# design 1

==> design_1/placement_by_type.png <==
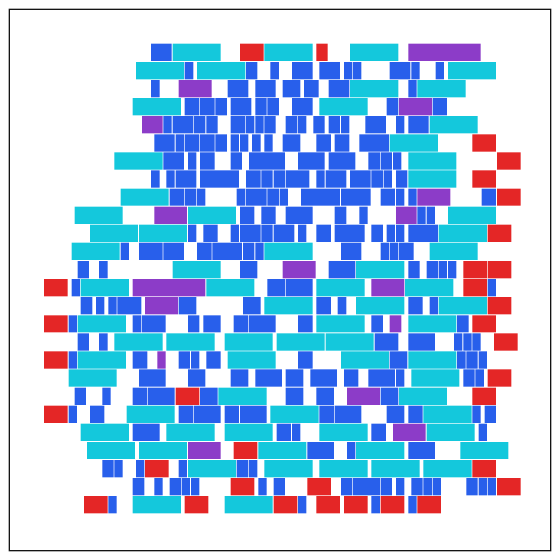

===== config.mk =====
export PLATFORM = sky130hd
export DESIGN_NAME = seg_scan_scheduler
export DESIGN_NICKNAME = d
export VERILOG_FILES = /design/src/rtl/seg_scan_scheduler.sv
export SDC_FILE = /design/constraint.sdc
export NUM_CORES = 1
export LEC_CHECK = 0
export CORE_MARGIN = 4
export CORE_UTILIZATION = 55
export DETAILED_ROUTE_END_ITERATION = 6
export GPL_ROUTABILITY_DRIVEN = 0
export PLACE_DENSITY = 0.81
export SYNTH_ARGS = -nofsm -noshare
export SYNTH_HDL_FRONTEND = slang
export SYNTH_SLANG_ARGS = --single-unit

===== constraint.sdc =====
create_clock -name clk -period 4.4 [get_ports clk]
set_input_delay 0.66 -clock clk [delete_from_list [all_inputs] [get_ports clk]]
set_output_delay 0.66 -clock clk [all_outputs]
set_load 0.005 [all_outputs]

===== src/rtl/seg_scan_scheduler.sv =====
// Multiplexed seven-segment scan controller: single-clock slot prescaler, rotating
// active-low anodes with a blanking gap, and a one-deep frame buffer swapped at frame wrap.
module seg_scan_scheduler #(
  parameter int DIGITS       = 4,
  parameter int TICK_DIV     = 50000,
  parameter int BLANK_CYCLES = 64
) (
  input  logic                  clk,
  input  logic                  rst,
  input  logic [4*DIGITS-1:0]   frame_data,
  input  logic [DIGITS-1:0]     frame_dp,
  input  logic                  frame_valid,
  output logic                  frame_ready,
  output logic                  frame_done,
  output logic [DIGITS-1:0]     an,
  output logic [3:0]            hex,
  output logic                  dp
);

  localparam int CNT_W = (TICK_DIV > 1) ? $clog2(TICK_DIV) : 1;
  localparam int IDX_W = (DIGITS > 1) ? $clog2(DIGITS) : 1;
  localparam logic [CNT_W-1:0] CNT_LAST = CNT_W'(TICK_DIV - 1);
  localparam logic [IDX_W-1:0] IDX_LAST = IDX_W'(DIGITS - 1);

  logic [CNT_W-1:0]    r_cnt;
  logic [IDX_W-1:0]    r_idx;
  logic [4*DIGITS-1:0] r_shadow_data;
  logic [DIGITS-1:0]   r_shadow_dp;
  logic [4*DIGITS-1:0] r_pend_data;
  logic [DIGITS-1:0]   r_pend_dp;
  logic                r_pend_full;
  logic                r_ready;
  logic                r_done;
  logic [DIGITS-1:0]   r_an;
  logic [3:0]          r_hex;
  logic                r_dp;

  logic                w_last_cnt;
  logic                w_wrap;
  logic                w_xfer;
  logic                w_swap;
  logic [CNT_W-1:0]    w_cnt_nxt;
  logic [IDX_W-1:0]    w_idx_nxt;
  logic [4*DIGITS-1:0] w_shadow_data_nxt;
  logic [DIGITS-1:0]   w_shadow_dp_nxt;
  logic                w_pend_full_nxt;
  logic                w_blank_nxt;
  logic                w_done_nxt;
  logic [DIGITS-1:0]   w_an_nxt;
  logic [3:0]          w_hex_nxt;
  logic                w_dp_nxt;

  always_comb begin
    w_last_cnt = (r_cnt == CNT_LAST);
    w_wrap     = w_last_cnt && (r_idx == IDX_LAST);
    w_xfer     = frame_valid && r_ready;
    w_swap     = w_wrap && r_pend_full;

    w_cnt_nxt = w_last_cnt ? '0 : r_cnt + CNT_W'(1);
    w_idx_nxt = r_idx;
    if (w_last_cnt) w_idx_nxt = (r_idx == IDX_LAST) ? '0 : r_idx + IDX_W'(1);

    // A frame captured on the wrap cycle lands in pending, never directly in shadow.
    w_shadow_data_nxt = w_swap ? r_pend_data : r_shadow_data;
    w_shadow_dp_nxt   = w_swap ? r_pend_dp   : r_shadow_dp;
    w_pend_full_nxt   = w_xfer || (r_pend_full && !w_swap);

    w_done_nxt  = (w_cnt_nxt == CNT_LAST) && (w_idx_nxt == IDX_LAST);
    w_blank_nxt = (int'(w_cnt_nxt) < BLANK_CYCLES);

    // Pins are decoded from next-state so they line up with cnt/idx of the same cycle.
    w_an_nxt  = '1;
    w_hex_nxt = '0;
    w_dp_nxt  = 1'b1;
    if (!w_blank_nxt) begin
      w_an_nxt  = ~(DIGITS'(1) << w_idx_nxt);
      w_hex_nxt = 4'(w_shadow_data_nxt >> (4 * int'(w_idx_nxt)));
      w_dp_nxt  = ~w_shadow_dp_nxt[w_idx_nxt];
    end
  end

  always_ff @(posedge clk) begin
    if (rst) begin
      r_cnt         <= '0;
      r_idx         <= '0;
      r_shadow_data <= '0;
      r_shadow_dp   <= '0;
      r_pend_data   <= '0;
      r_pend_dp     <= '0;
      r_pend_full   <= 1'b0;
      r_ready       <= 1'b0;
      r_done        <= 1'b0;
      r_an          <= '1;
      r_hex         <= '0;
      r_dp          <= 1'b1;
    end else begin
      r_cnt         <= w_cnt_nxt;
      r_idx         <= w_idx_nxt;
      r_shadow_data <= w_shadow_data_nxt;
      r_shadow_dp   <= w_shadow_dp_nxt;
      if (w_xfer) begin
        r_pend_data <= frame_data;
        r_pend_dp   <= frame_dp;
      end
      r_pend_full   <= w_pend_full_nxt;
      r_ready       <= !w_pend_full_nxt;
      r_done        <= w_done_nxt;
      r_an          <= w_an_nxt;
      r_hex         <= w_hex_nxt;
      r_dp          <= w_dp_nxt;
    end
  end

  assign frame_ready = r_ready;
  assign frame_done  = r_done;
  assign an          = r_an;
  assign hex         = r_hex;
  assign dp          = r_dp;

endmodule


# design 2

## config.mk

```make
export PLATFORM = sky130hd
export DESIGN_NAME = gcd_job_sequencer
export DESIGN_NICKNAME = d
export VERILOG_FILES = /design/src/rtl/gcd_seq_pkg.sv /design/src/rtl/gcd_job_sequencer.sv
export SDC_FILE = /design/constraint.sdc
export NUM_CORES = 1
export LEC_CHECK = 0
export ABC_AREA = 1
export CORE_ASPECT_RATIO = 0.75
export CORE_MARGIN = 1.5
export CORE_UTILIZATION = 45
export CTS_BUF_LIST = sky130_fd_sc_hd__clkbuf_4 sky130_fd_sc_hd__clkbuf_8
export CTS_CLUSTER_SIZE = 25
export DETAILED_ROUTE_END_ITERATION = 8
export HOLD_SLACK_MARGIN = 0.03
export PLACE_DENSITY_LB_ADDON = 0.25
export SETUP_SLACK_MARGIN = 0.15
export SLEW_MARGIN = 0
export SYNTH_ARGS = -nofsm -noshare
export SYNTH_HDL_FRONTEND = slang
export SYNTH_SLANG_ARGS = --single-unit
```

## constraint.sdc

```tcl
create_clock -name csi_clk -period 2.1 [get_ports csi_clk]
set_input_delay 0.21 -clock csi_clk [delete_from_list [all_inputs] [get_ports csi_clk]]
set_output_delay 0.21 -clock csi_clk [all_outputs]
set_load 0.01 [all_outputs]
```

## src/rtl/gcd_seq_pkg.sv

```systemverilog
// Shared types and constants for the GCD job sequencer.
package gcd_seq_pkg;

  typedef enum logic [3:0] {
    S_IDLE,
    S_CLEAR,
    S_WR_AHI,
    S_WR_ALO,
    S_WR_BHI,
    S_WR_BLO,
    S_WAIT,
    S_READ,
    S_DRAIN,
    S_OUT
  } state_t;

  typedef enum logic [1:0] {
    ST_OK      = 2'd0,
    ST_ZERO    = 2'd1,
    ST_TIMEOUT = 2'd2
  } status_t;

  localparam int GCD_DONE_BIT = 0;

endpackage

```

## src/rtl/gcd_job_sequencer.sv

```systemverilog
// Avalon-MM style master feeding the sequential 64-bit GCD peripheral from an
// operand stream and returning results (with status) on a result stream.
module gcd_job_sequencer
  import gcd_seq_pkg::*;
#(
  parameter int unsigned           TIMEOUT_W     = 32,
  parameter logic [TIMEOUT_W-1:0]  TIMEOUT_LIMIT = 32'hFFFF_FFFF
) (
  input  logic        csi_clk,
  input  logic        rsi_reset_n,
  input  logic        op_valid,
  output logic        op_ready,
  input  logic [63:0] op_a,
  input  logic [63:0] op_b,
  output logic        gcd_a_hi_write,
  output logic        gcd_a_lo_write,
  output logic        gcd_b_hi_write,
  output logic        gcd_b_lo_write,
  output logic [31:0] gcd_wdata,
  output logic        gcd_result_read,
  input  logic [63:0] gcd_result,
  input  logic [7:0]  gcd_done,
  output logic        res_valid,
  input  logic        res_ready,
  output logic [63:0] res_data,
  output logic [1:0]  res_status,
  output logic [15:0] job_count
);

  state_t               state;
  state_t               ret;
  logic                 ready_q;
  logic [31:0]          a_lo_q;
  logic [63:0]          b_q;
  logic [TIMEOUT_W-1:0] wdog;
  logic                 done_bit;
  logic                 unused_done;

  assign done_bit    = gcd_done[GCD_DONE_BIT];
  assign unused_done = ^gcd_done;

  // A stale done seen in IDLE must block acceptance in the same cycle, so the
  // registered ready is qualified combinationally by the live done bit.
  assign op_ready = ready_q & ~done_bit;

  always_ff @(posedge csi_clk or negedge rsi_reset_n) begin
    if (!rsi_reset_n) begin
      state           <= S_IDLE;
      ret             <= S_IDLE;
      ready_q         <= 1'b0;
      a_lo_q          <= '0;
      b_q             <= '0;
      wdog            <= '0;
      gcd_a_hi_write  <= 1'b0;
      gcd_a_lo_write  <= 1'b0;
      gcd_b_hi_write  <= 1'b0;
      gcd_b_lo_write  <= 1'b0;
      gcd_wdata       <= '0;
      gcd_result_read <= 1'b0;
      res_valid       <= 1'b0;
      res_data        <= '0;
      res_status      <= ST_OK;
      job_count       <= '0;
    end else begin
      case (state)
        S_IDLE: begin
          if (done_bit) begin
            ready_q         <= 1'b0;
            gcd_result_read <= 1'b1;
            state           <= S_CLEAR;
          end else if (op_valid && op_ready) begin
            ready_q <= 1'b0;
            a_lo_q  <= op_a[31:0];
            b_q     <= op_b;
            // A zero operand would never terminate in the GCD core.
            if (op_a == '0 || op_b == '0) begin
              res_data   <= '0;
              res_status <= ST_ZERO;
              res_valid  <= 1'b1;
              state      <= S_OUT;
            end else begin
              gcd_a_hi_write <= 1'b1;
              gcd_wdata      <= op_a[63:32];
              state          <= S_WR_AHI;
            end
          end else begin
            ready_q <= 1'b1;
          end
        end
        S_CLEAR: begin
          gcd_result_read <= 1'b0;
          ret             <= S_IDLE;
          state           <= S_DRAIN;
        end
        S_WR_AHI: begin
          gcd_a_hi_write <= 1'b0;
          gcd_a_lo_write <= 1'b1;
          gcd_wdata      <= a_lo_q;
          state          <= S_WR_ALO;
        end
        S_WR_ALO: begin
          gcd_a_lo_write <= 1'b0;
          gcd_b_hi_write <= 1'b1;
          gcd_wdata      <= b_q[63:32];
          state          <= S_WR_BHI;
        end
        S_WR_BHI: begin
          gcd_b_hi_write <= 1'b0;
          gcd_b_lo_write <= 1'b1;
          gcd_wdata      <= b_q[31:0];
          state          <= S_WR_BLO;
        end
        S_WR_BLO: begin
          gcd_b_lo_write <= 1'b0;
          gcd_wdata      <= '0;
          wdog           <= '0;
          state          <= S_WAIT;
        end
        S_WAIT: begin
          if (done_bit) begin
            res_data        <= gcd_result;
            res_status      <= ST_OK;
            gcd_result_read <= 1'b1;
            state           <= S_READ;
          end else if (TIMEOUT_LIMIT != '0 && wdog == TIMEOUT_LIMIT) begin
            res_data   <= '0;
            res_status <= ST_TIMEOUT;
            res_valid  <= 1'b1;
            state      <= S_OUT;
          end else begin
            wdog <= wdog + TIMEOUT_W'(1);
          end
        end
        S_READ: begin
          gcd_result_read <= 1'b0;
          ret             <= S_OUT;
          state           <= S_DRAIN;
        end
        S_DRAIN: begin
          if (!done_bit) begin
            state <= ret;
            if (ret == S_OUT) res_valid <= 1'b1;
          end
        end
        S_OUT: begin
          if (res_ready) begin
            res_valid <= 1'b0;
            job_count <= job_count + 16'd1;
            state     <= S_IDLE;
          end
        end
        default: state <= S_IDLE;
      endcase
    end
  end

endmodule

```


==> notes/layouts.md <==
Pictures saved along the way, in no particular order.

Power grid.
panel A
Scale bar: 20 µm. Pins as bars on the die edge. Tap cells in grey.
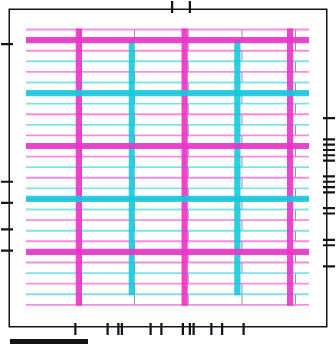
panel B
Scale bar: 50 µm. Pins as bars on the die edge. Tap cells in grey.
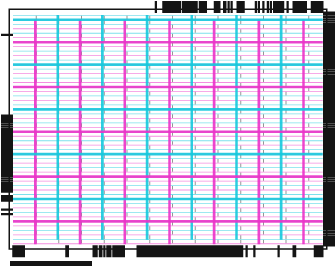
For design 1, see panel A.
For design 2, see panel B.

==> design_2/placement_by_type.png <==
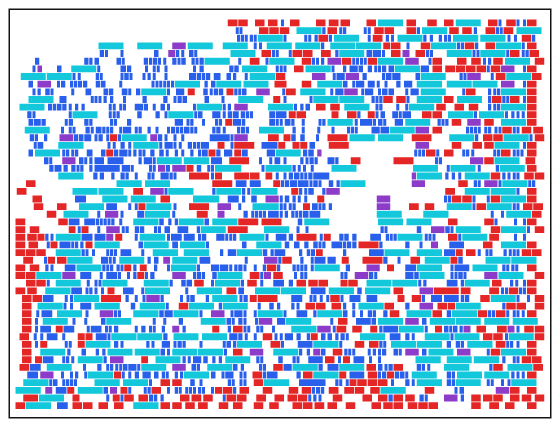
Key: clock drivers and dummy loads = purple [cells 71]; combinational and other logic = blue [cells 1,162]; sequential cells = cyan [cells 254]; remaining buffers and delay cells = red [cells 406]

==> design_2/clk_routes.png <==
Scale bar: 50 µm.
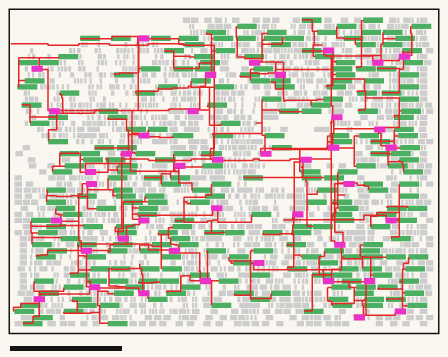
Key: clock wires = red [length 3,520 µm]; flip-flops = green [count 254]; clock drivers = magenta [count 41]
There are 42 routed clock nets.

==> run notes, design 2 <==
Here are the numbers from the latest Yosys + OpenROAD run.

At the end of routability-driven placement, the weighted congestion stood at 0.967. Cells fill 66.5% of the core in the end. The largest registers in the layout are b_q: 64 flops, res_data: 64 flops. The library cell with the largest summed area after synthesis is dfrtp_1. The worst-case clock skew is 0.0329 ns. The biggest fanout along the worst timing path came out at 28. Measured along the y axis, the die boundary spans 145 µm.

The slew check shows that the tightest pin keeps a relative margin of 64.1%. The initial core utilization came out at 46.1%. The pre-CTS setup slack is -0.0199 ns. The transition at the pin with the smallest max-transition slack came out at 0.539 ns. In this run the power density over the cells is 1230 mW/mm². The number of enable-type register cells in the synthesized netlist came out at 0. The setup violation total in the final timing report came out at 0.

Counting I/O delays and the setup requirement, the final critical path takes 1.89 ns. The area of the core region is 0.0261 mm². The critical path in this run is classified as flip-flop to flip-flop. The reg-to-reg critical path startpoint is state[3]. The most common flop cell mapped by yosys is dfrtp_1. Setup slack on the worst reg-to-reg path comes out at 0.21 ns. The part of the total power dissipated in sequential elements came out at 37.4%. The flow ran to the end, and the final reports show no timing, DRC or antenna violations.

The source-to-sink clock delay at the later pin of the worst-skew pair is 0.57 ns. The number of endpoints with negative hold slack in the final report is 0. Summing the areas of all compound-gate instances in the mapped netlist gives 8.61% of the synthesized area.

The number of fillers in the final layout came out at 2,188. On the final layout, the worst hold slack is 0.190 ns.
[design 2: critical path: stages (launching register included)]
cell and delay (ns):
dfrtp_2 0.47, nor2_2 0.25, nand2_2 0.15, nor2_4 0.17, buf_12 0.20, nand2_1 0.16
o221ai_1 0.15, a21oi_1 0.11, o21ai_1 0.14
[design 2: what timing repair did]
item / CTS / global route
hold buffers: 1 / 0
setup buffers: 1 / 5
pin swaps: 1 / 4
gates cloned: 0 / 2
endpoints found under the hold margin: 147 / 0
gates resized: 3 / 41
setup endpoints to repair: 66 / 136
[design 2: cell type report]
class	instances	area share, %
repair inverters	1	0.0432
inverters	110	2.41
flip-flops and latches	254	36.6
repair buffers	406	23.6
well taps	344	2.48
clock inverters	4	0.130
multi-input cells	1051	29.9
diodes	1	0.0144
clock buffers	67	4.81
[design 2: power by group through the flow]
stage                     Sequential (mW)  Combinational (mW)  Clock [mW]
after floorplan                      8.12                4.02           0
after detailed placement             7.97                8.40           0
after global placement               7.90                8.21           0
after global routing                 8.18                9.68        4.79
after CTS                            7.90                8.46        4.57
final                                7.95                8.85        4.49
==> design_1/clk_routes.png <==
Scale bar: 20 µm.
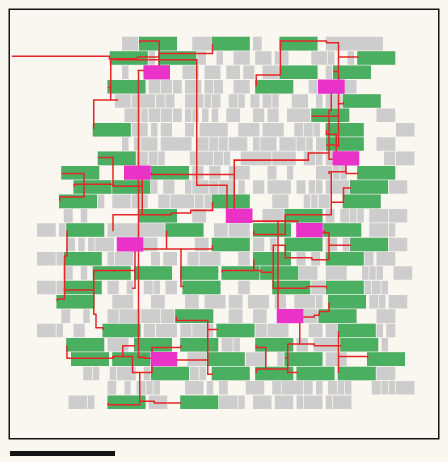
Key: clock wires = red [length 745 µm]; clock drivers = magenta [count 9]; flip-flops = green [count 70]
There are 10 routed clock nets.

About design_1/placement_by_type.png:
Key: sequential cells = cyan [cells 70]; clock drivers and dummy loads = purple [cells 16]; combinational and other logic = blue [cells 239]; remaining buffers and delay cells = red [cells 33]

==> run notes, design 1 <==
Here are the numbers from the latest Yosys + OpenROAD run.

The area share of the largest cell type after synthesis came out at 47.6%. In this run, placement finished with an instance count of 412. The synthesized-area fraction occupied by xor and xnor cells is 3.87%.

The clock sink count is 70. Across the run, the number of max-cap violations was 0. The complex-gate fraction of the synthesized area came out at 13.1%.

The worst voltage drop across the vdd grid came out at 0.260 mV. After synthesis the cells add up to 0.00295 mm². The run finished with clean final reports. The mux contribution to synthesized area is 7.48%. The horizontal extent of the die is 81.2 µm. The hold buffer count at cts is 0. The met1 usage came out at 29.2%. The number of instances in the synthesized netlist is 324. Hold-check failures listed in the final report amount to 0. The I/O pin count came out at 34. The top layer used by detailed routing is met4. Cells fill 68.3% of the core in the end. The main area contributors are dfxtp_1 48%, nand2_1 6.8%, a21oi_1 4.4%. The registers reported with the highest flop counts are r_cnt: 16 flops, r_pend_data: 16 flops, r_shadow_data: 16 flops. Per the synth stats, the flop cell with the highest instance count is dfxtp_1.
==> design 1: worst max-delay path, cell delays in order (launching register included) <==
cell      delay (ns)
dfxtp_1         0.39
ha_1            0.22
nand3_1         0.28
nor3_4          0.31
nand4_2         0.59
mux2_1          0.56
a22oi_1         0.21
a21boi_1        0.09
==> design 1: final cells by class <==
class | count | area share, %
Inverter | 5 | 0.535
Sequential cell | 70 | 39.9
Clock inverter | 5 | 2.35
Tap cell | 70 | 2.50
Clock buffer | 11 | 4.03
Timing Repair Buffer | 33 | 9.27
Multi-Input combinational cell | 234 | 41.4
==> design 1: cells in the final DEF (no fill, tap or decap), drive strengths merged, types with 6 or more instances in the layout <==
master / netlist / layout
dfxtp: 70 / 70
nand2: 53 / 53
clkdlybuf4s50: 0 / 32
nor2: 28 / 28
a21oi: 26 / 26
nor2b: 18 / 18
mux2: 16 / 16
clkbuf: 10 / 11
a22oi: 10 / 10
o21ai: 10 / 10
nand3: 7 / 7
xor2: 7 / 7
xnor2: 6 / 6
nand4: 6 / 6
nor3: 6 / 6


==> notes/layouts.md <==
Pictures saved along the way, in no particular order.

Clock wiring as the flow saved it.
picture 1
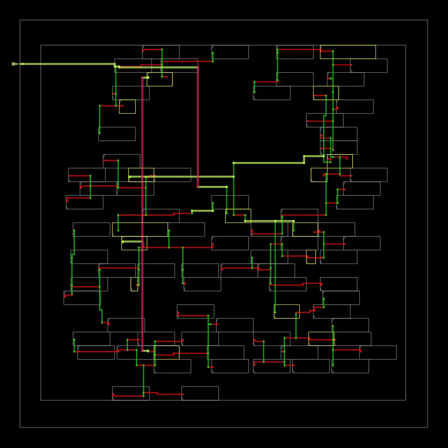
picture 2
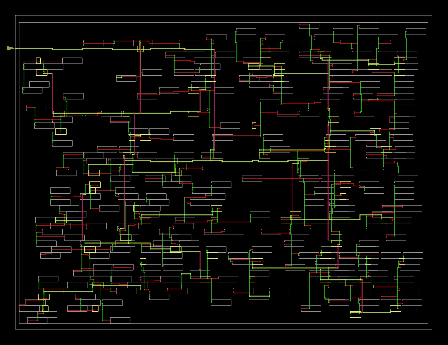
| from | picture |
|---|---|
| design 2 | picture 2 |
| design 1 | picture 1 |
- most clock buffers: picture 2

Power figures rest on the tool's default switching activity, not on a simulated workload.
